=== cordic_engine_flat ===
cordic_engine_flat/sizes.png
The bar under the picture is 100 um long.
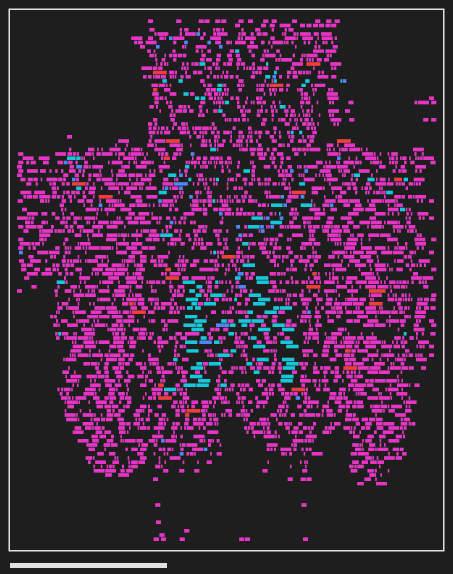

`src/rtl/cordic_engine_if.sv`:
```
// Operand/result bundle between a client and the CORDIC engine.
// The client drives ENABLE/MODE/operands; the engine returns results with Done/Busy/OVF.
interface cordic_engine_if #(
    parameter int WORD_LENGTH = 18
);
    logic                          ENABLE;
    logic                          MODE;
    logic signed [WORD_LENGTH-1:0] Xo;
    logic signed [WORD_LENGTH-1:0] Yo;
    logic signed [WORD_LENGTH-1:0] Zo;
    logic signed [WORD_LENGTH-1:0] XN;
    logic signed [WORD_LENGTH-1:0] YN;
    logic signed [WORD_LENGTH-1:0] ZN;
    logic                          Done;
    logic                          Busy;
    logic                          OVF;

    modport master (
        output ENABLE, MODE, Xo, Yo, Zo,
        input  XN, YN, ZN, Done, Busy, OVF
    );

    modport slave (
        input  ENABLE, MODE, Xo, Yo, Zo,
        output XN, YN, ZN, Done, Busy, OVF
    );
endinterface

```
`src/rtl/cordic_engine.sv`:
```
// Iterative rotation/vectoring CORDIC; Done pulses 1+R+ITERATIONS+1 cycles after accept (R = wraps+1).
// One operation in flight: ENABLE is only sampled in IDLE, there is no queueing.
module cordic_engine #(
    parameter int WORD_LENGTH = 18,
    parameter int FRAC_BITS   = 11,
    parameter int ITERATIONS  = 14,
    parameter int GAIN_COMP   = 1
) (
    input  logic           clk_i,
    input  logic           rst_ni,
    cordic_engine_if.slave bus
);
    localparam int  W     = WORD_LENGTH + 2;
    localparam int  PW    = W + FRAC_BITS + 5;
    localparam int  CW    = $clog2(ITERATIONS);
    localparam real SCALE = 2.0 ** FRAC_BITS;
    localparam int  PI_I  = $rtoi(3.141592653589793 * SCALE + 0.5);
    localparam int  HPI_I = $rtoi(1.5707963267948966 * SCALE + 0.5);
    localparam int  TPI_I = $rtoi(6.283185307179586 * SCALE + 0.5);
    localparam int  K_I   = $rtoi(0.6072529350088813 * SCALE * 16.0 + 0.5);

    localparam logic signed [W-1:0]  PI_C   = W'(PI_I);
    localparam logic signed [W-1:0]  HPI_C  = W'(HPI_I);
    localparam logic signed [W-1:0]  TPI_C  = W'(TPI_I);
    localparam logic signed [PW-1:0] SAT_HI = PW'((64'sd1 <<< (WORD_LENGTH - 1)) - 64'sd1);
    localparam logic signed [PW-1:0] SAT_LO = ~SAT_HI;

    // atan(2^-i) scaled by 2^30
    localparam longint ATAN30 [16] = '{
        843314857, 497837829, 263043837, 133525159, 67021687, 33543516, 16775851, 8388437,
        4194283, 2097149, 1048576, 524288, 262144, 131072, 65536, 32768
    };

    typedef enum logic [1:0] {IDLE, REDUCE, ITER, COMP} state_t;

    state_t                  state_q, state_d;
    logic                    mode_q, mode_d;
    logic [CW-1:0]           cnt_q, cnt_d;
    logic signed [W-1:0]     x_q, x_d, y_q, y_d, z_q, z_d;
    logic signed [WORD_LENGTH-1:0] xn_q, xn_d, yn_q, yn_d, zn_q, zn_d;
    logic                    done_q, done_d, ovf_q, ovf_d;

    logic signed [W-1:0]     xs, ys, at;
    logic                    rot_pos;
    logic signed [PW-1:0]    xk, yk;
    logic [WORD_LENGTH:0]    sx, sy, sz;

    function automatic logic signed [W-1:0] atan_q(input logic [CW-1:0] i);
        longint v;
        v = (ATAN30[i] + (64'sd1 <<< (29 - FRAC_BITS))) >>> (30 - FRAC_BITS);
        return W'(v);
    endfunction

    // {overflow flag, clipped value}
    function automatic logic [WORD_LENGTH:0] sat(input logic signed [PW-1:0] v);
        if (v > SAT_HI)
            return {1'b1, SAT_HI[WORD_LENGTH-1:0]};
        else if (v < SAT_LO)
            return {1'b1, SAT_LO[WORD_LENGTH-1:0]};
        return {1'b0, v[WORD_LENGTH-1:0]};
    endfunction

    always_comb begin
        xs      = x_q >>> cnt_q;
        ys      = y_q >>> cnt_q;
        at      = atan_q(cnt_q);
        rot_pos = mode_q ? y_q[W-1] : !z_q[W-1];
        if (GAIN_COMP != 0) begin
            xk = (PW'(x_q) * PW'(K_I)) >>> (FRAC_BITS + 4);
            yk = (PW'(y_q) * PW'(K_I)) >>> (FRAC_BITS + 4);
        end else begin
            xk = PW'(x_q);
            yk = PW'(y_q);
        end
        sx = sat(xk);
        sy = sat(yk);
        sz = sat(PW'(z_q));

        state_d = state_q;
        mode_d  = mode_q;
        cnt_d   = cnt_q;
        x_d     = x_q;
        y_d     = y_q;
        z_d     = z_q;
        xn_d    = xn_q;
        yn_d    = yn_q;
        zn_d    = zn_q;
        done_d  = 1'b0;
        ovf_d   = ovf_q;

        case (state_q)
            IDLE: begin
                if (bus.ENABLE) begin
                    x_d     = W'(bus.Xo);
                    y_d     = W'(bus.Yo);
                    z_d     = W'(bus.Zo);
                    mode_d  = bus.MODE;
                    cnt_d   = '0;
                    ovf_d   = 1'b0;
                    state_d = REDUCE;
                end
            end
            REDUCE: begin
                if (!mode_q) begin
                    if (z_q > PI_C) begin
                        z_d = z_q - TPI_C;
                    end else if (z_q < -PI_C) begin
                        z_d = z_q + TPI_C;
                    end else begin
                        // Fold into +-pi/2 so the iterations converge; negating X,Y adds the removed pi
                        if (z_q > HPI_C) begin
                            z_d = z_q - PI_C;
                            x_d = -x_q;
                            y_d = -y_q;
                        end else if (z_q < -HPI_C) begin
                            z_d = z_q + PI_C;
                            x_d = -x_q;
                            y_d = -y_q;
                        end
                        state_d = ITER;
                    end
                end else begin
                    if (x_q[W-1]) begin
                        x_d = -x_q;
                        y_d = -y_q;
                        z_d = y_q[W-1] ? z_q - PI_C : z_q + PI_C;
                    end
                    state_d = ITER;
                end
            end
            ITER: begin
                if (rot_pos) begin
                    x_d = x_q - ys;
                    y_d = y_q + xs;
                    z_d = z_q - at;
                end else begin
                    x_d = x_q + ys;
                    y_d = y_q - xs;
                    z_d = z_q + at;
                end
                if (cnt_q == CW'(ITERATIONS - 1))
                    state_d = COMP;
                else
                    cnt_d = cnt_q + CW'(1);
            end
            COMP: begin
                xn_d    = sx[WORD_LENGTH-1:0];
                yn_d    = sy[WORD_LENGTH-1:0];
                zn_d    = sz[WORD_LENGTH-1:0];
                ovf_d   = sx[WORD_LENGTH] | sy[WORD_LENGTH] | sz[WORD_LENGTH];
                done_d  = 1'b1;
                state_d = IDLE;
            end
            default: state_d = IDLE;
        endcase
    end

    always_ff @(posedge clk_i) begin
        if (!rst_ni) begin
            state_q <= IDLE;
            mode_q  <= 1'b0;
            cnt_q   <= '0;
            x_q     <= '0;
            y_q     <= '0;
            z_q     <= '0;
            xn_q    <= '0;
            yn_q    <= '0;
            zn_q    <= '0;
            done_q  <= 1'b0;
            ovf_q   <= 1'b0;
        end else begin
            state_q <= state_d;
            mode_q  <= mode_d;
            cnt_q   <= cnt_d;
            x_q     <= x_d;
            y_q     <= y_d;
            z_q     <= z_d;
            xn_q    <= xn_d;
            yn_q    <= yn_d;
            zn_q    <= zn_d;
            done_q  <= done_d;
            ovf_q   <= ovf_d;
        end
    end

    assign bus.XN   = xn_q;
    assign bus.YN   = yn_q;
    assign bus.ZN   = zn_q;
    assign bus.Done = done_q;
    assign bus.OVF  = ovf_q;
    assign bus.Busy = (state_q != IDLE);
endmodule
```
`src/flat_wrapper.sv`:
```
// flat-port wrapper written by rule: the top's interface ports become plain ports
module cordic_engine_flat 
#(
    parameter int WORD_LENGTH = 18,
    parameter int FRAC_BITS   = 11,
    parameter int ITERATIONS  = 14,
    parameter int GAIN_COMP   = 1
)
  (clk_i, rst_ni, bus_ENABLE, bus_MODE, bus_Xo, bus_Yo, bus_Zo, bus_XN, bus_YN, bus_ZN, bus_Done, bus_Busy, bus_OVF);
  cordic_engine_if #(.WORD_LENGTH(WORD_LENGTH)) bus_i ();
  input  logic clk_i;
  input  logic rst_ni;
  input wire logic [$bits(bus_i.ENABLE)-1:0] bus_ENABLE;
  input wire logic [$bits(bus_i.MODE)-1:0] bus_MODE;
  input wire logic [$bits(bus_i.Xo)-1:0] bus_Xo;
  input wire logic [$bits(bus_i.Yo)-1:0] bus_Yo;
  input wire logic [$bits(bus_i.Zo)-1:0] bus_Zo;
  output wire logic [$bits(bus_i.XN)-1:0] bus_XN;
  output wire logic [$bits(bus_i.YN)-1:0] bus_YN;
  output wire logic [$bits(bus_i.ZN)-1:0] bus_ZN;
  output wire logic [$bits(bus_i.Done)-1:0] bus_Done;
  output wire logic [$bits(bus_i.Busy)-1:0] bus_Busy;
  output wire logic [$bits(bus_i.OVF)-1:0] bus_OVF;
  assign bus_i.ENABLE = bus_ENABLE;
  assign bus_i.MODE = bus_MODE;
  assign bus_i.Xo = bus_Xo;
  assign bus_i.Yo = bus_Yo;
  assign bus_i.Zo = bus_Zo;
  assign bus_XN = bus_i.XN;
  assign bus_YN = bus_i.YN;
  assign bus_ZN = bus_i.ZN;
  assign bus_Done = bus_i.Done;
  assign bus_Busy = bus_i.Busy;
  assign bus_OVF = bus_i.OVF;
  cordic_engine #(.WORD_LENGTH(WORD_LENGTH), .FRAC_BITS(FRAC_BITS), .ITERATIONS(ITERATIONS), .GAIN_COMP(GAIN_COMP)) u_core (.clk_i(clk_i), .rst_ni(rst_ni), .bus(bus_i));
endmodule
```
`config.mk`:
```
export PLATFORM = sky130hd
export DESIGN_NAME = cordic_engine_flat
export DESIGN_NICKNAME = d
export VERILOG_FILES = /design/src/rtl/cordic_engine_if.sv /design/src/rtl/cordic_engine.sv /design/src/flat_wrapper.sv
export SDC_FILE = /design/constraint.sdc
export NUM_CORES = 2
export LEC_CHECK = 0
export CAP_MARGIN = 10
export CORE_AREA = 4 4 271 339
export DETAILED_ROUTE_END_ITERATION = 8
export DIE_AREA = 0 0 275 343
export PLACE_DENSITY = 0.49
export SLEW_MARGIN = 0
export SYNTH_ARGS = -nofsm -noshare
export SYNTH_HDL_FRONTEND = slang
export SYNTH_SLANG_ARGS = --single-unit
```
`constraint.sdc`:
```
create_clock -name clk_i -period 21 [get_ports clk_i]
set_clock_uncertainty 0.05 [all_clocks]
set_input_delay 4.2 -clock clk_i [delete_from_list [all_inputs] [get_ports clk_i]]
set_output_delay 4.2 -clock clk_i [all_outputs]
set_load 0.01 [all_outputs]
```
=== digit_stream_reader ===
==> config.mk <==
export PLATFORM = sky130hd
export DESIGN_NAME = digit_stream_reader
export DESIGN_NICKNAME = d
export VERILOG_FILES = /design/src/rtl/digit_stream_reader_pkg.sv /design/src/rtl/digit_stream_reader_dwell_timer.sv /design/src/rtl/digit_stream_reader.sv
export SDC_FILE = /design/constraint.sdc
export NUM_CORES = 1
export LEC_CHECK = 0
export CORE_ASPECT_RATIO = 0.75
export CORE_MARGIN = 2
export CORE_UTILIZATION = 51
export DETAILED_ROUTE_END_ITERATION = 10
export PLACE_DENSITY = 0.8
export SETUP_SLACK_MARGIN = 0.05
export SYNTH_ARGS = -nofsm -noshare
export SYNTH_HDL_FRONTEND = slang
export SYNTH_SLANG_ARGS = --single-unit
==> constraint.sdc <==
create_clock -name clk -period 2.5 [get_ports clk]
set_input_delay 0.375 -clock clk [delete_from_list [all_inputs] [get_ports clk]]
set_output_delay 0.375 -clock clk [all_outputs]
set_load 0.01 [all_outputs]
==> src/rtl/digit_stream_reader_pkg.sv <==
`default_nettype none
// +-------------------------------------------------------------------------+
// | digit_stream_reader_pkg: shared state encoding and display constants    |
// | Rev 1.0                                                                 |
// +-------------------------------------------------------------------------+
package digit_stream_reader_pkg;

    typedef enum logic [1:0] {
        ST_IDLE  = 2'd0,
        ST_OFFER = 2'd1,
        ST_DWELL = 2'd2
    } state_t;

    localparam logic [5:0] EN_PLAY = 6'b11_0001;
    localparam logic [5:0] EN_OFF  = 6'b00_0000;

    // 1-based position as two BCD nibbles {tens, ones}; position never exceeds 16.
    function automatic logic [7:0] pos_to_bcd(input logic [3:0] addr);
        logic [4:0] pos;
        pos = {1'b0, addr} + 5'd1;
        if (pos >= 5'd10) begin
            return {4'd1, 4'(pos - 5'd10)};
        end
        return {4'd0, pos[3:0]};
    endfunction

endpackage
`default_nettype wire

==> src/rtl/digit_stream_reader_dwell_timer.sv <==
`default_nettype none
// +-------------------------------------------------------------------------+
// | dwell_timer: counts enabled cycles, flags the last one of DWELL cycles  |
// | Rev 1.0                                                                 |
// +-------------------------------------------------------------------------+
module dwell_timer #(
    parameter int DWELL = 50_000_000
) (
    input  logic clk,
    input  logic reset,
    input  logic clear,
    input  logic en,
    output logic expire
);

    localparam int CW = $clog2(DWELL + 1);
    localparam logic [CW-1:0] c_last = CW'(DWELL - 1);
    localparam logic [CW-1:0] c_one  = CW'(1);

    logic [CW-1:0] r_cnt;

    assign expire = en && (r_cnt == c_last);

    always_ff @(posedge clk) begin
        if (reset || clear) begin
            r_cnt <= '0;
        end else if (en) begin
            r_cnt <= expire ? '0 : r_cnt + c_one;
        end
    end

endmodule
`default_nettype wire

==> src/rtl/digit_stream_reader.sv <==
`default_nettype none
// +-------------------------------------------------------------------------+
// | digit_stream_reader: snapshots packed BCD memory and plays it back      |
// | over a valid/ready stream with a per-digit display dwell. Rev 1.0       |
// +-------------------------------------------------------------------------+
module digit_stream_reader
    import digit_stream_reader_pkg::*;
#(
    parameter int DIGITS = 10,
    parameter int DWELL  = 50_000_000
) (
    input  logic                  clk,
    input  logic                  reset,
    input  logic                  start,
    input  logic                  pause,
    input  logic [4*DIGITS-1:0]   mem,
    output logic                  out_valid,
    input  logic                  out_ready,
    output logic [3:0]            out_addr,
    output logic [3:0]            out_digit,
    output logic                  busy,
    output logic                  done,
    output logic [5:0]            e,
    output logic [23:0]           d
);

    localparam logic [3:0] c_last_addr = 4'(DIGITS - 1);

    state_t                   r_state;
    logic [3:0]               r_addr;
    logic                     r_paused;
    logic                     r_done;
    logic [DIGITS-1:0][3:0]   r_snap;

    logic w_handshake;
    logic w_timer_en;
    logic w_expire;

    assign busy       = (r_state != ST_IDLE);
    assign out_valid  = (r_state == ST_OFFER) && !r_paused;
    assign out_addr   = r_addr;
    assign out_digit  = r_snap[r_addr];
    assign done       = r_done;
    assign w_handshake = out_valid && out_ready;
    assign w_timer_en  = (r_state == ST_DWELL) && !r_paused;

    dwell_timer #(
        .DWELL (DWELL)
    ) u_timer (
        .clk    (clk),
        .reset  (reset),
        .clear  (w_handshake),
        .en     (w_timer_en),
        .expire (w_expire)
    );

    always_ff @(posedge clk) begin
        if (reset) begin
            r_state  <= ST_IDLE;
            r_addr   <= 4'd0;
            r_paused <= 1'b0;
            r_done   <= 1'b0;
            r_snap   <= '0;
        end else begin
            r_done <= 1'b0;
            if (start) begin
                // Start overrides pause and any pending final expiry.
                r_state  <= ST_OFFER;
                r_addr   <= 4'd0;
                r_paused <= 1'b0;
                r_snap   <= mem;
            end else begin
                if (pause && busy) begin
                    r_paused <= !r_paused;
                end
                case (r_state)
                    ST_OFFER: begin
                        if (w_handshake) begin
                            r_state <= ST_DWELL;
                        end
                    end
                    ST_DWELL: begin
                        if (w_expire) begin
                            if (r_addr == c_last_addr) begin
                                r_state  <= ST_IDLE;
                                r_done   <= 1'b1;
                                r_paused <= 1'b0;
                            end else begin
                                r_state <= ST_OFFER;
                                r_addr  <= r_addr + 4'd1;
                            end
                        end
                    end
                    default: r_state <= ST_IDLE;
                endcase
            end
        end
    end

    always_comb begin
        e = EN_OFF;
        d = 24'h0;
        if (busy) begin
            e         = EN_PLAY;
            d[23:16]  = pos_to_bcd(r_addr);
            d[3:0]    = out_digit;
        end
    end

endmodule
`default_nettype wire

cordic_engine_flat/wires.png
Only two layers are drawn.
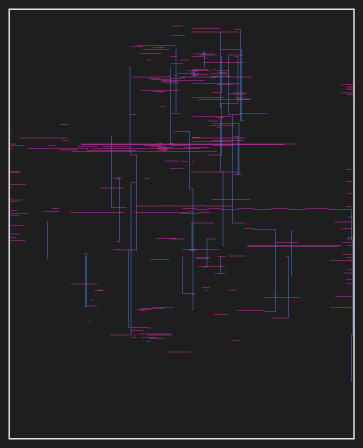
color	layer	wire length
magenta	metal 3	3550 um
blue	metal 4	1800 um
DR WL/cell: 19.3 um
vias post-DR: 22136
gr usage total: 0.179
Routed WL: 83800 um

cordic_engine_flat/layer_met4.png
The bar under the picture is 100 um long.
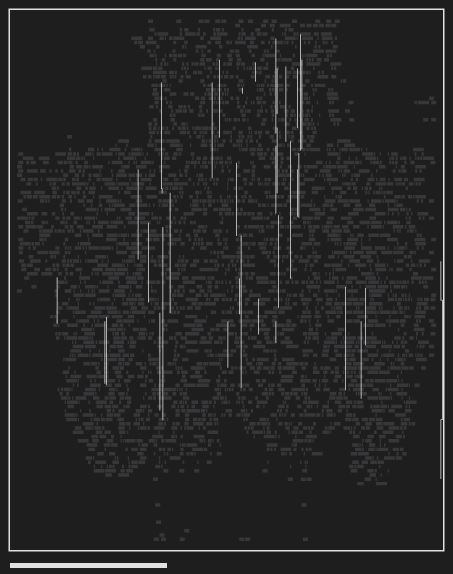
main direction	vertical
longest straight run	122 um
nets with wire on the layer	28
share of all routed wire	2.2%
wire length on this layer	1800 um

## Picture notes: cordic_engine_flat/sizes.png
color	size	cells	share
cyan	_2 cells	115	3.6%
magenta	_0 and _1 cells	2989	94%
blue	_3 and _4 cells	45	1.4%
red	_6 and larger	27	0.85%
Layout Area Growth over Synthesis: 10.9%
Final Cell Area: 0.0292 mm^2
Non-Clock Buffer Count: 148
Final WS setup: 12.77 ns

==> impl_metrics.yaml, cordic_engine_flat <==
# generated from flow reports
grt:
  grt_overflow: 0
  busiest_layer: "met2"
  met1_usage: 0.227
  grtUsageMet3: 0.0265
  grt_pass1_wl_um: 132000
worst_setup_path:
  critical_path.max_stage_delay_ns: 1.00
  worstSetupStartpointType: "flop"
  r2r_cells: 22
  path_cells: "inv_1 > ha_1 > xor2_1 > ha_1 > inv_1 > fa_1 > inv_1 > fa_1 > fa_1 > inv_1 > fa_1 > inv_1 > ha_1 > nand3_1 > a2111oi_0 > o2111a_1 > o211ai_1 > o21ba_2 > o211ai_2 > a41oi_1 > a211oi_2 > a21oi_1"
  r2r-start: "u_core.y_q[8]"
  crit_path_frequent_cell: "inv_1"
  required_ns: 21.29
  critPathTopFamily: "AND-OR/OR-AND gates"
synthesis:
  top_cell_area_share: 0.186
  edf_count: 0
  postSynthSeqShare: 0.0934
  topCellsByArea: "fa_1, ha_1, dfxtp_1"
  postSynthAreaPerCell_um2: 8.40
  synth_area_leader_cell: "fa_1"
  synth_area_mm2: 0.0264
run:
  warnings: 93
  cap_violations: 0
floorplan:
  die_w_um: 275
  tap-cell-count: 1178
route:
  drt_iter0_markers: 1413
  drc_errors: 0
  dr_wl_met3_um: 3550
  wl_met1_um: 36200
timing:
  setup_viol: 0
  hold_ws_ns: 0.474
  slew_violations: 0
  worstMarginPinSlew_ns: 1.15
  fmax_mhz: 122
cells_and_area:
  nNonClkInverters: 515
  flop-count: 123
  lay_top_count: "inv_1"
  layout_top_cells: "inv_1, ha_1, fa_1, nand2_1, a21oi_1"
  nFillCells: 9486
  comb_share: 0.731
  seq_area_frac: 0.0844
  diodes: 1
  clk_share: 0.0198
  buf_share: 0.0479
cts:
  cts_root_buf: "clkbuf_16"
  h-tree-depth: 4
  ctsHoldBuffers: 0
  cts.clk_slew.worst_paths_ns: 0.07
  cts.sinks: 123
  cts_tree: "yes"
hold_path:
  holdPathEnd: "u_core.bus.ZN[17]"
  min_from: "u_core.bus.ZN[17]"
place:
  post_dp_cell_area_mm2: 0.0287
run_status:
  status: "finished clean"
==> cordic_engine_flat: cells by family after synthesis <==
family	synth area share
and+or+nand+nor	0.127
DFF	0.0934
muxes	0.0674
buffers and inverters	0.0971
xor gates and xnor gates	0.0714
adders and majority gates	0.363
AOI/OAI and AO/OA	0.181
==> cordic_engine_flat: state kept, by name (all words and copies together), names as in the netlist, 2 cells and up <==
name,flops
u_core.bus.ZN,18
u_core.cnt_q,4
u_core.bus.YN,18
u_core.state_q,2
u_core.y_q,20
u_core.x_q,20
u_core.z_q,20
u_core.bus.XN,18
digit_stream_reader/sizes.png
The bar under the picture is 20 um long.
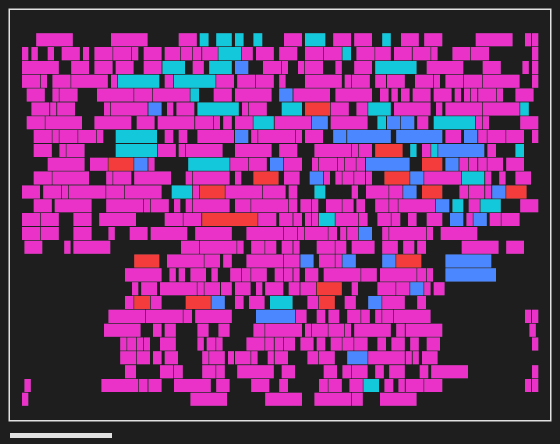
color	size	cells	share
magenta	_0 and _1 cells	436	84%
cyan	_2 cells	35	6.7%
red	_6 and larger	16	3.1%
blue	_3 and _4 cells	34	6.5%
Non-Clock Buffer Count: 93
Final WS setup: 0.0813 ns
Final Cell Area: 0.00504 mm^2

digit_stream_reader/wires.png
Only two layers are drawn.
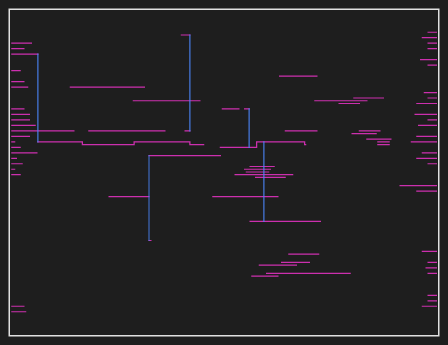
color	layer	wire length
magenta	metal 3	518 um
blue	metal 4	95.9 um
Routed WL: 9760 um
vias post-DR: 3512
DR WL/cell: 15.7 um

==> impl_metrics.yaml, digit_stream_reader <==
# generated from flow reports
run_status:
  status: "finished clean"
worst_setup_path:
  r2r_slack_ns: 0.45
  critPathBufInv: 2
  cp-end-kind: "output port"
  r2r-start: "r_state[0]"
  cp_data_arrival_time_ns: 2.04
  crit_cells: 7
  critPathLaunch: "out_addr[0]"
synthesis:
  synth_cells: 442
  yosys_warnings: 0
  synth_chip_area_mm2: 0.00400
  postSynthAreaPerCell_um2: 9.04
  async_flop_share: 0
  synthTopCellsByCount: "dfxtp_1, nor2_1, mux2i_1, buf_4"
  edf_count: 0
  synthMuxAreaShare: 0.164
route:
  via_per_inst: 5.65
timing:
  finalCritPeriodShare: 0.967
grt:
  met1_usage: 0.319
  busiest_layer: "met2"
  grt_pass1_wl_um: 15900
cells_and_area:
  fin_nets: 570
floorplan:
  core_mm2: 0.00747
  die_area_mm2: 0.00857
cts:
  cts_root_buf: "clkbuf_8"
  clkLatencyLatePin_ns: 0.35
run:
  cap_violations: 0
==> digit_stream_reader: through the flow <==
step	setup WS [ns]	hold slack, ns	instances
2_1_floorplan	0.151	0.445	459
3_3_place_gp	0.0739	0.461	603
3_5_place_dp	0.0466	0.481	603
4_1_cts	0.0443	0.495	620
5_1_grt	0.0450	0.514	622
6_report	0.0813	0.495	622

=== fp_addsub_seq ===
fp_addsub_seq/clocks.png
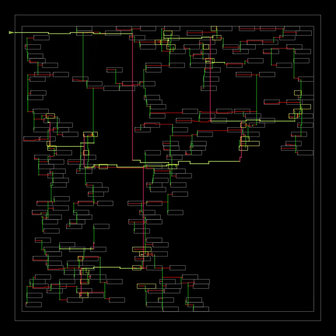

===== config.mk =====
export PLATFORM = sky130hd
export DESIGN_NAME = fp_addsub_seq
export DESIGN_NICKNAME = d
export VERILOG_FILES = /design/src/rtl/fp_pkg.sv /design/src/rtl/fp_round_rne.sv /design/src/rtl/fp_addsub_seq.sv
export SDC_FILE = /design/constraint.sdc
export NUM_CORES = 1
export LEC_CHECK = 0
export ABC_AREA = 1
export CAP_MARGIN = 20
export CORE_MARGIN = 4
export CORE_UTILIZATION = 50
export CTS_BUF_LIST = sky130_fd_sc_hd__clkbuf_4 sky130_fd_sc_hd__clkbuf_8
export DETAILED_ROUTE_END_ITERATION = 10
export HOLD_SLACK_MARGIN = 0.05
export PLACE_DENSITY = 0.67
export SYNTH_ARGS = -nofsm -noshare
export SYNTH_HDL_FRONTEND = slang
export SYNTH_SLANG_ARGS = --single-unit

===== constraint.sdc =====
create_clock -name clk -period 18.7 [get_ports clk]
set_input_delay 1.87 -clock clk [delete_from_list [all_inputs] [get_ports clk]]
set_output_delay 1.87 -clock clk [all_outputs]
set_load 0.01 [all_outputs]

===== src/rtl/fp_pkg.sv =====
// rtl/fp_pkg.sv - shared types, default-format constants and operand classification for fp_addsub_seq
package fp_pkg;

   localparam int FP_EXP_W = 8;
   localparam int FP_MAN_W = 23;
   localparam int BIAS     = (1 << (FP_EXP_W - 1)) - 1;
   localparam int EXP_MAX  = 2 * BIAS + 1;
   localparam int SIG_W    = FP_MAN_W + 1;
   localparam int WORK_W   = FP_MAN_W + 4;

   typedef enum logic [2:0] {
      IDLE, UNPACK, ALIGN, ADD, NORM, ROUND, DONE
   } state_e;

   typedef enum logic [1:0] {
      FP_ZERO, FP_NORMAL, FP_INF, FP_NAN
   } fp_class_e;

   // Subnormals (exp=0, frac!=0) classify as zero: they are flushed on input.
   function automatic fp_class_e classify(input logic exp_zero, input logic exp_ones,
                                          input logic frac_zero);
      if (exp_zero)
         return FP_ZERO;
      else if (!exp_ones)
         return FP_NORMAL;
      else if (frac_zero)
         return FP_INF;
      else
         return FP_NAN;
   endfunction

endpackage


===== src/rtl/fp_round_rne.sv =====
// rtl/fp_round_rne.sv - combinational round-to-nearest-even of a {sig,G,R,S} working significand
module fp_round_rne #(
   parameter int EXP_W = 8,
   parameter int MAN_W = 23
) (
   input  logic [MAN_W+3:0] sig,
   input  logic [EXP_W:0]   exp_in,
   output logic [MAN_W-1:0] frac,
   output logic [EXP_W-1:0] exp_out,
   output logic             overflow,
   output logic             inexact
);

   logic             inc;
   logic [MAN_W+1:0] rounded;
   logic [EXP_W:0]   exp_full;

   assign inc     = sig[2] & (sig[1] | sig[0] | sig[3]);
   assign rounded = {1'b0, sig[MAN_W+3:3]} + (MAN_W+2)'(inc);

   // A carry out of the increment leaves 10...0, so the fraction is zero and exp bumps.
   always_comb begin
      if (rounded[MAN_W+1]) begin
         frac     = rounded[MAN_W:1];
         exp_full = exp_in + (EXP_W+1)'(1);
      end else begin
         frac     = rounded[MAN_W-1:0];
         exp_full = exp_in;
      end
   end

   assign exp_out  = exp_full[EXP_W-1:0];
   assign overflow = exp_full >= {1'b0, {EXP_W{1'b1}}};
   assign inexact  = (|sig[2:0]) | overflow;

endmodule


===== src/rtl/fp_addsub_seq.sv =====
// rtl/fp_addsub_seq.sv - multi-cycle parametrised floating-point adder/subtractor with valid/ready
module fp_addsub_seq
   import fp_pkg::*;
#(
   parameter int EXP_W = $clog2(EXP_MAX + 1),
   parameter int MAN_W = SIG_W - 1
) (
   input  logic                 clk,
   input  logic                 reset,
   input  logic                 in_valid,
   output logic                 in_ready,
   input  logic                 op_sub,
   input  logic [EXP_W+MAN_W:0] in_a,
   input  logic [EXP_W+MAN_W:0] in_b,
   output logic                 out_valid,
   input  logic                 out_ready,
   output logic [EXP_W+MAN_W:0] result,
   output logic                 flag_invalid,
   output logic                 flag_overflow,
   output logic                 flag_underflow,
   output logic                 flag_inexact
);

   localparam int FP_W      = 1 + EXP_W + MAN_W;
   localparam int GRS_W     = WORK_W - SIG_W;
   localparam int WORK_BITS = MAN_W + 1 + GRS_W;
   localparam int MAX_SHIFT = MAN_W + 3;
   localparam int CNT_W     = $clog2(MAN_W + 4);
   localparam logic [FP_W-1:0] QNAN = {1'b0, {EXP_W{1'b1}}, 1'b1, {(MAN_W-1){1'b0}}};

   state_e                      state, next_state;
   logic [FP_W-1:0]             a_q, b_q;
   logic [EXP_W:0]              exp_r;
   logic [WORK_BITS-1:0]        sig_big, sig_small;
   logic [WORK_BITS:0]          sum_r;
   logic [CNT_W-1:0]            shift_cnt;
   logic                        sign_r, eff_sub;

   logic                        a_s, b_s;
   logic [EXP_W-1:0]            a_e, b_e;
   logic [MAN_W-1:0]            a_f, b_f;
   fp_class_e                   cls_a, cls_b;
   logic                        is_special, spec_invalid;
   logic [FP_W-1:0]             spec_result;
   logic [EXP_W+MAN_W-1:0]      mag_a, mag_b, big_mag, small_mag;
   logic                        swap;
   logic [EXP_W-1:0]            big_e, small_e;
   logic [EXP_W:0]              d_exp, exp_dec;
   logic [CNT_W-1:0]            align_cnt;
   logic [WORK_BITS:0]          add_sum;
   logic [WORK_BITS-1:0]        norm_shl;
   logic                        norm_uf;
   logic [MAN_W-1:0]            rnd_frac;
   logic [EXP_W-1:0]            rnd_exp;
   logic                        rnd_ovf, rnd_inexact;

   assign {a_s, a_e, a_f} = a_q;
   assign {b_s, b_e, b_f} = b_q;
   assign cls_a = classify(a_e == '0, a_e == '1, a_f == '0);
   assign cls_b = classify(b_e == '0, b_e == '1, b_f == '0);

   always_comb begin
      is_special   = 1'b1;
      spec_invalid = 1'b0;
      spec_result  = QNAN;
      if (cls_a == FP_NAN || cls_b == FP_NAN)
         spec_result = QNAN;
      else if (cls_a == FP_INF && cls_b == FP_INF) begin
         if (a_s != b_s)
            spec_invalid = 1'b1;
         else
            spec_result = a_q;
      end else if (cls_a == FP_INF)
         spec_result = a_q;
      else if (cls_b == FP_INF)
         spec_result = b_q;
      else if (cls_a == FP_ZERO && cls_b == FP_ZERO)
         spec_result = {a_s & b_s, {(FP_W-1){1'b0}}};
      else
         is_special = 1'b0;
   end

   // Zero-class magnitudes are masked so flushed subnormals get no hidden bit and exp 0.
   assign mag_a     = (cls_a == FP_ZERO) ? '0 : {a_e, a_f};
   assign mag_b     = (cls_b == FP_ZERO) ? '0 : {b_e, b_f};
   assign swap      = mag_b > mag_a;
   assign big_mag   = swap ? mag_b : mag_a;
   assign small_mag = swap ? mag_a : mag_b;
   assign big_e     = big_mag[EXP_W+MAN_W-1 -: EXP_W];
   assign small_e   = small_mag[EXP_W+MAN_W-1 -: EXP_W];
   assign d_exp     = {1'b0, big_e} - {1'b0, small_e};

   always_comb begin
      if (int'(d_exp) > MAX_SHIFT)
         align_cnt = CNT_W'(MAX_SHIFT);
      else
         align_cnt = CNT_W'(d_exp);
   end

   assign add_sum  = eff_sub ? ({1'b0, sig_big} - {1'b0, sig_small})
                             : ({1'b0, sig_big} + {1'b0, sig_small});
   assign exp_dec  = exp_r - (EXP_W+1)'(1);
   assign norm_shl = {sum_r[WORK_BITS-2:0], 1'b0};
   assign norm_uf  = !sum_r[WORK_BITS] && (exp_dec == '0);

   fp_round_rne #(.EXP_W(EXP_W), .MAN_W(MAN_W)) u_round (
      .sig      (sum_r[WORK_BITS-1:0]),
      .exp_in   (exp_r),
      .frac     (rnd_frac),
      .exp_out  (rnd_exp),
      .overflow (rnd_ovf),
      .inexact  (rnd_inexact)
   );

   always_ff @(posedge clk or posedge reset) begin
      if (reset)
         state <= IDLE;
      else
         state <= next_state;
   end

   always_comb begin
      next_state = state;
      in_ready   = 1'b0;
      out_valid  = 1'b0;
      case (state)
         IDLE: begin
            in_ready = 1'b1;
            if (in_valid)
               next_state = UNPACK;
         end
         UNPACK: begin
            if (is_special)
               next_state = DONE;
            else if (align_cnt == '0)
               next_state = ADD;
            else
               next_state = ALIGN;
         end
         ALIGN:
            if (shift_cnt == CNT_W'(1))
               next_state = ADD;
         ADD: begin
            if (add_sum == '0)
               next_state = DONE;
            else if (add_sum[WORK_BITS] || !add_sum[WORK_BITS-1])
               next_state = NORM;
            else
               next_state = ROUND;
         end
         NORM: begin
            if (sum_r[WORK_BITS])
               next_state = ROUND;
            else if (norm_uf)
               next_state = DONE;
            else if (norm_shl[WORK_BITS-1])
               next_state = ROUND;
         end
         ROUND:
            next_state = DONE;
         DONE: begin
            out_valid = 1'b1;
            if (out_ready)
               next_state = IDLE;
         end
         default:
            next_state = IDLE;
      endcase
   end

   always_ff @(posedge clk or posedge reset) begin
      if (reset) begin
         a_q            <= '0;
         b_q            <= '0;
         exp_r          <= '0;
         sig_big        <= '0;
         sig_small      <= '0;
         sum_r          <= '0;
         shift_cnt      <= '0;
         sign_r         <= 1'b0;
         eff_sub        <= 1'b0;
         result         <= '0;
         flag_invalid   <= 1'b0;
         flag_overflow  <= 1'b0;
         flag_underflow <= 1'b0;
         flag_inexact   <= 1'b0;
      end else begin
         case (state)
            IDLE:
               if (in_valid) begin
                  a_q <= in_a;
                  b_q <= {in_b[FP_W-1] ^ op_sub, in_b[FP_W-2:0]};
               end
            UNPACK:
               if (is_special) begin
                  result         <= spec_result;
                  flag_invalid   <= spec_invalid;
                  flag_overflow  <= 1'b0;
                  flag_underflow <= 1'b0;
                  flag_inexact   <= 1'b0;
               end else begin
                  sig_big   <= {1'b1, big_mag[MAN_W-1:0], {GRS_W{1'b0}}};
                  sig_small <= {small_e != '0, small_mag[MAN_W-1:0], {GRS_W{1'b0}}};
                  exp_r     <= {1'b0, big_e};
                  sign_r    <= swap ? b_s : a_s;
                  eff_sub   <= a_s ^ b_s;
                  shift_cnt <= align_cnt;
               end
            ALIGN: begin
               sig_small <= {1'b0, sig_small[WORK_BITS-1:2], sig_small[1] | sig_small[0]};
               shift_cnt <= shift_cnt - CNT_W'(1);
            end
            ADD: begin
               sum_r <= add_sum;
               if (add_sum == '0) begin
                  result         <= '0;
                  flag_invalid   <= 1'b0;
                  flag_overflow  <= 1'b0;
                  flag_underflow <= 1'b0;
                  flag_inexact   <= 1'b0;
               end
            end
            NORM:
               if (sum_r[WORK_BITS]) begin
                  sum_r <= {1'b0, sum_r[WORK_BITS:2], sum_r[1] | sum_r[0]};
                  exp_r <= exp_r + (EXP_W+1)'(1);
               end else begin
                  sum_r <= {1'b0, norm_shl};
                  exp_r <= exp_dec;
                  if (norm_uf) begin
                     result         <= {sign_r, {(FP_W-1){1'b0}}};
                     flag_invalid   <= 1'b0;
                     flag_overflow  <= 1'b0;
                     flag_underflow <= 1'b1;
                     flag_inexact   <= 1'b1;
                  end
               end
            ROUND: begin
               if (rnd_ovf)
                  result <= {sign_r, {EXP_W{1'b1}}, {MAN_W{1'b0}}};
               else
                  result <= {sign_r, rnd_exp, rnd_frac};
               flag_invalid   <= 1'b0;
               flag_overflow  <= rnd_ovf;
               flag_underflow <= 1'b0;
               flag_inexact   <= rnd_inexact;
            end
            default: ;
         endcase
      end
   end

endmodule


=== rptr_ctrl ===
==> config.mk <==
export PLATFORM = sky130hd
export DESIGN_NAME = rptr_ctrl
export DESIGN_NICKNAME = d
export VERILOG_FILES = /design/src/rtl/fifo_pkg.sv /design/src/rtl/gray2bin_n.sv /design/src/rtl/rptr_ctrl.sv
export SDC_FILE = /design/constraint.sdc
export NUM_CORES = 1
export LEC_CHECK = 0
export CAP_MARGIN = 10
export CORE_UTILIZATION = 45
export DETAILED_ROUTE_END_ITERATION = 8
export PLACE_DENSITY = 0.76
export SLEW_MARGIN = 10
export SYNTH_ARGS = -nofsm -noshare
export SYNTH_HDL_FRONTEND = slang
export SYNTH_SLANG_ARGS = --single-unit
==> constraint.sdc <==
create_clock -name rclk -period 7.8 [get_ports rclk]
set_clock_uncertainty 0.1 [all_clocks]
set_input_delay 1.56 -clock rclk [delete_from_list [all_inputs] [get_ports rclk]]
set_output_delay 1.56 -clock rclk [all_outputs]
set_load 0.05 [all_outputs]
==> src/rtl/fifo_pkg.sv <==
// rtl/fifo_pkg.sv - shared async-FIFO pointer width, depth and Gray conversion helpers
package fifo_pkg;

    localparam int ADDR_W_DEFAULT = 5;

    function automatic int depth_of(input int addr_w);
        return 1 << addr_w;
    endfunction

    localparam int DEPTH_DEFAULT = depth_of(ADDR_W_DEFAULT);

    function automatic logic [31:0] bin2gray(input logic [31:0] b);
        return b ^ (b >> 1);
    endfunction

    // Prefix XOR by doubling shifts: bit i ends up as the XOR of all bits >= i.
    function automatic logic [31:0] gray2bin(input logic [31:0] g);
        logic [31:0] b;
        b = g;
        b = b ^ (b >> 1);
        b = b ^ (b >> 2);
        b = b ^ (b >> 4);
        b = b ^ (b >> 8);
        b = b ^ (b >> 16);
        return b;
    endfunction

endpackage

==> src/rtl/gray2bin_n.sv <==
// rtl/gray2bin_n.sv - parametrised Gray-to-binary converter, MSB-first XOR chain
module gray2bin_n #(
    parameter int W = 6
) (
    input  logic [W-1:0] gray,
    output logic [W-1:0] bin
);

    logic acc;

    always_comb begin
        acc = 1'b0;
        bin = '0;
        for (int i = W - 1; i >= 0; i--) begin
            acc    = acc ^ gray[i];
            bin[i] = acc;
        end
    end

endmodule

==> src/rtl/rptr_ctrl.sv <==
// rtl/rptr_ctrl.sv - async FIFO read-side pointer, empty/level and underflow tracking
module rptr_ctrl
    import fifo_pkg::*;
#(
    parameter int ADDR_W     = ADDR_W_DEFAULT,
    parameter int AE_DEFAULT = 2
) (
    input  logic              rclk,
    input  logic              rrst,
    input  logic              ren,
    input  logic [ADDR_W:0]   wptr_sync,
    input  logic [ADDR_W:0]   ae_thresh,
    input  logic              ae_use_default,
    input  logic              clr_err,
    output logic [ADDR_W-1:0] raddr,
    output logic [ADDR_W:0]   rptr,
    output logic              empty,
    output logic              almost_empty,
    output logic [ADDR_W:0]   rlevel,
    output logic              rvalid,
    output logic              underflow
);

    localparam logic [ADDR_W:0] DEPTH_P  = (ADDR_W + 1)'(depth_of(ADDR_W));
    localparam logic [ADDR_W:0] AE_DEF_P = (ADDR_W + 1)'(AE_DEFAULT);

    logic [ADDR_W:0] rbin;
    logic [ADDR_W:0] rbin_nxt;
    logic [ADDR_W:0] rptr_nxt;
    logic [ADDR_W:0] wbin;
    logic [ADDR_W:0] diff;
    logic [ADDR_W:0] level_nxt;
    logic [ADDR_W:0] thr;
    logic            pop;

    gray2bin_n #(.W(ADDR_W + 1)) u_wptr_g2b (
        .gray (wptr_sync),
        .bin  (wbin)
    );

    // Only the registered empty gates the pop, so ren never reaches an output combinationally.
    assign pop      = ren & ~empty;
    assign rbin_nxt = rbin + {{ADDR_W{1'b0}}, pop};
    assign rptr_nxt = rbin_nxt ^ (rbin_nxt >> 1);

    // Comparing against rbin_nxt keeps a same-cycle pop from being counted as still present.
    assign diff      = wbin - rbin_nxt;
    assign level_nxt = (diff > DEPTH_P) ? DEPTH_P : diff;
    assign thr       = ae_use_default ? AE_DEF_P : ae_thresh;

    assign raddr = rbin[ADDR_W-1:0];

    always_ff @(posedge rclk or posedge rrst) begin
        if (rrst) begin
            rbin         <= '0;
            rptr         <= '0;
            empty        <= 1'b1;
            almost_empty <= 1'b1;
            rlevel       <= '0;
            rvalid       <= 1'b0;
            underflow    <= 1'b0;
        end else begin
            rbin         <= rbin_nxt;
            rptr         <= rptr_nxt;
            empty        <= (rptr_nxt == wptr_sync);
            almost_empty <= (level_nxt <= thr);
            rlevel       <= level_nxt;
            rvalid       <= pop;
            if (ren && empty)
                underflow <= 1'b1;
            else if (clr_err)
                underflow <= 1'b0;
        end
    end

endmodule


## Gallery

Sizing map.
image #1
The bar under the picture is 50 um long.
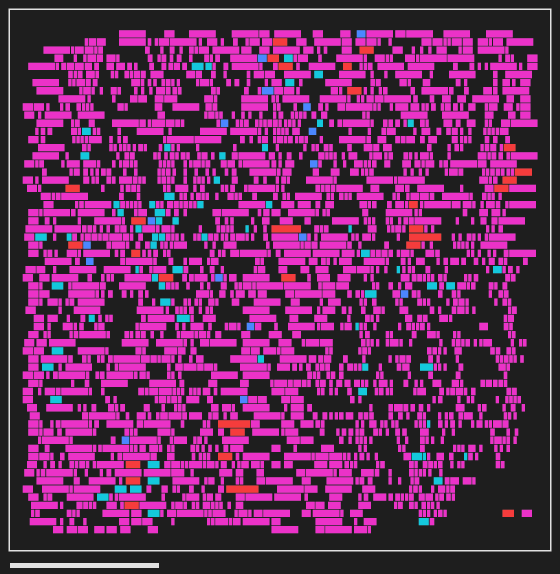
image #2
The bar under the picture is 20 um long.
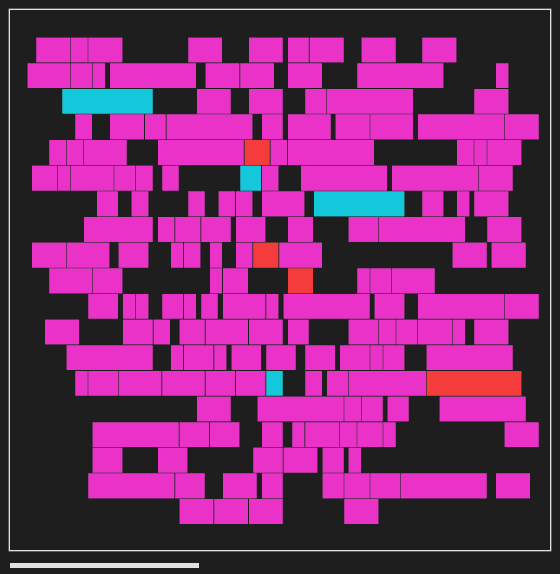
Image #1 is fp_addsub_seq.
Image #2 is rptr_ctrl.
The one with the largest die is image #1.

fp_addsub_seq/layer_met4.png
The bar under the picture is 50 um long.
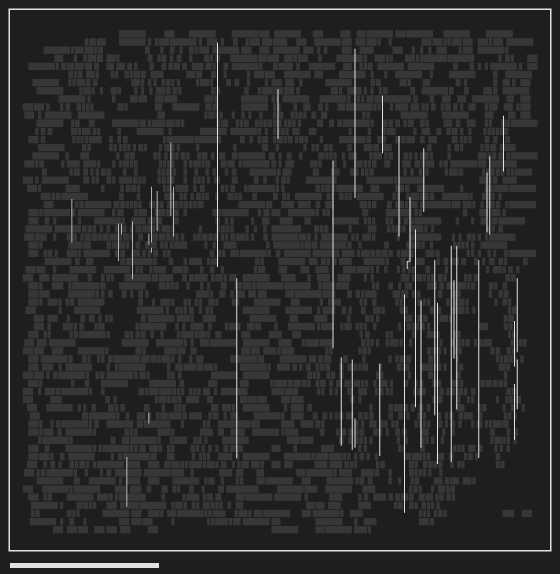
main direction	vertical
wire length on this layer	1250 um
nets with wire on the layer	36
longest straight run	74.8 um
vias post-DR: 14502
Routed WL: 45100 um

fp_addsub_seq/layer_met2.png
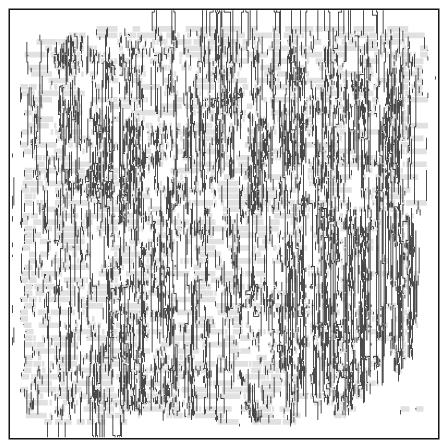
share of all routed wire	43%
main direction	vertical
wire length on this layer	19500 um
nets with wire on the layer	1819
longest straight run	65.6 um
M2 GR Usage: 0.415

About fp_addsub_seq/clocks.png:
Clock Latency Late Sink: 0.52 ns
Flops: 198
TritonCTS buffer count: 17

==> impl_metrics.yaml, fp_addsub_seq <==
# generated from flow reports
cts:
  cts.clk_slew.worst_paths_ns: 0.12
  h-tree-depth: 4
  postCtsSetupBuffers: 0
  clock_path_buffers: 2
  ctsHoldBuffers: 0
timing:
  hold_ws_ns: 0.478
  slew_violations: 0
  worstMarginPinSlew_ns: 1.09
  fmax_mhz: 192
worst_setup_path:
  critPathLaunch: "a_q[30]"
  r2r-start: "a_q[30]"
  cp_data_arrival_time_ns: 5.58
  crit_path_frequent_cell: "nand2_1"
  r2r_cells: 18
  critical_path.max_stage_delay_ns: 0.85
  path_cells: "inv_1 > nand4_1 > nor2_1 > inv_2 > nand2_1 > ha_1 > nand2_1 > nor2_1 > inv_1 > nor2_1 > nand4_2 > nand2_2 > nand2_1 > o21ai_1 > nand2_1 > a2111oi_0 > buf_4 > o22ai_1"
  required_ns: 19.08
  critPathBufInv: 4
route:
  wl_met1_um: 21600
  drt_first_pass_iters: 6
  top_layer: "met4"
  dr_wl_met3_um: 2780
  wl_per_cell_um: 17.8
floorplan:
  chipHeight_um: 181
  core_mm2: 0.0291
  io_pins: 107
grt:
  busiest_layer: "met2"
  antenna_found_initial: 0
  grt_overflow: 0
  grt_max_degree: 92
run_status:
  status: "finished clean"
cells_and_area:
  top_regs: "a_q: 32 flops, b_q: 32 flops, result: 32 flops"
  finalInstanceArea_mm2: 0.0166
synthesis:
  topCombFamilyByArea: "simple AND/OR/NAND/NOR gates"
  top_cell_area_share: 0.332
  postSynthAreaPerCell_um2: 7.11
  ys_sh_xor: 0.0335
  synthTopCellsByCount: "nand2_1, inv_1, nor2_1, dfrtp_1, a21oi_1"
  synth-main-ff-cell: "dfrtp_1"
  synthMuxAreaShare: 0.00831
  simple_gate_area_frac: 0.256
  fa_ha_area_frac: 0.0752
place:
  pre_cts_slack_ns: 13.50
  post_dp_cell_area_mm2: 0.0161
run:
  warnings: 53
==> fp_addsub_seq: stage by stage <==
step                      std cells  utilization
after floorplan                2098            -
after global routing           2536        0.569
final                          2536        0.569
after global placement         2503        0.553
after detailed placement       2503        0.553
after CTS                      2535        0.568
==> fp_addsub_seq: final cells by class <==
cell class                      instances  area [um^2]
Tap cell                              384          480
Fill cell                            2852        12500
Clock inverter                         13          185
Multi-Input combinational cell       1530         8480
Inverter                              274         1040
Sequential cell                       198         4950
Clock buffer                           19          255
Timing Repair Buffer                  118         1170
rptr_ctrl/layer_met1.png
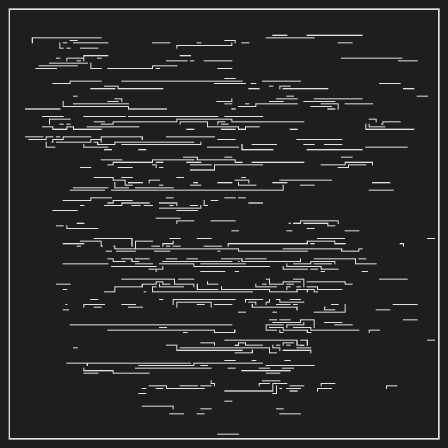
main direction	horizontal
share of all routed wire	45%
nets with wire on the layer	186
wire length on this layer	1280 um
longest straight run	23.0 um
vias post-DR: 1076
Routed WL: 2820 um
routing usage on met1: 0.236

==> impl_metrics.yaml, rptr_ctrl <==
# generated from flow reports
cells_and_area:
  nFillCells: 229
  comb_share: 0.436
  lay_top_count: "clkdlybuf4s50_1"
  fin_nets: 208
run:
  cap_violations: 0
timing:
  hold_viol: 0
  min_period_ns: 5.48
  worstMarginPinSlew_ns: 0.796
worst_setup_path:
  critPathBufInv: 2
place:
  dp_hpwl_um: 2300
  pre_cts_slack_ns: 2.05
cts:
  cts.sinks: 21
  postCtsSetupBuffers: 0
  clock_path_buffers: 2
run_status:
  violations: "DRC"
  status: "finished with violations"
route:
  drc_errors: 3
synthesis:
  edf_count: 0
  topCellsByArea: "dfrtp_1, ha_1, xor2_1"
  synth_area_mm2: 0.00138
hold_path:
  holdPathStages: 2
-- rptr_ctrl: flip-flops by register name (all words and copies together) (netlist names) --
signal / flops
rptr: 5
rbin: 6
almost_empty: 1
underflow: 1
rlevel: 6
rvalid: 1
empty: 1
-- rptr_ctrl: cells by family after synthesis --
kind of cell / Yosys count / synth area share
flip-flops: 21 / 0.384
XOR/XNOR: 25 / 0.183
adder cells (fa/ha/maj): 15 / 0.142
AND/OR/NAND/NOR: 37 / 0.147
AND-OR/OR-AND: 21 / 0.0919
buffers and inverters: 16 / 0.0446
multiplexers: 1 / 0.00728


==> layout pictures side by side <==
Signal wires on met2.
shot_01.png
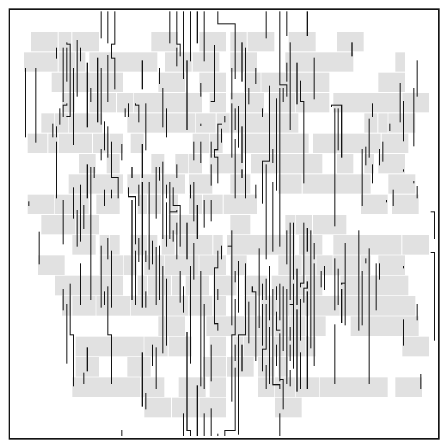
shot_02.png
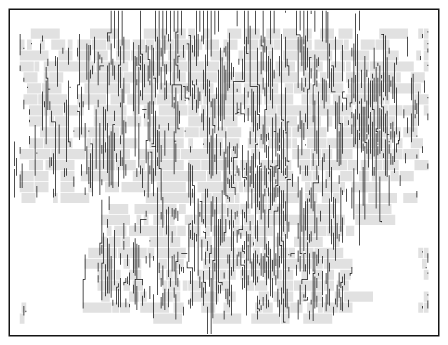
shot_03.png
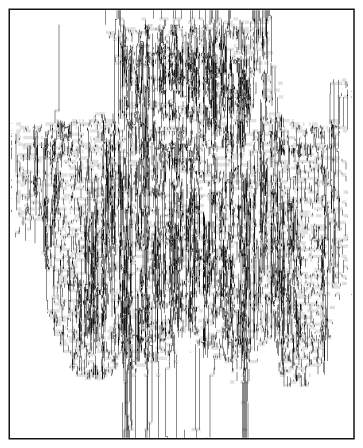
shot_02.png -> digit_stream_reader
shot_03.png -> cordic_engine_flat
shot_01.png -> rptr_ctrl

Key to shot_03.png:
nets with wire on the layer	2997
longest straight run	129 um

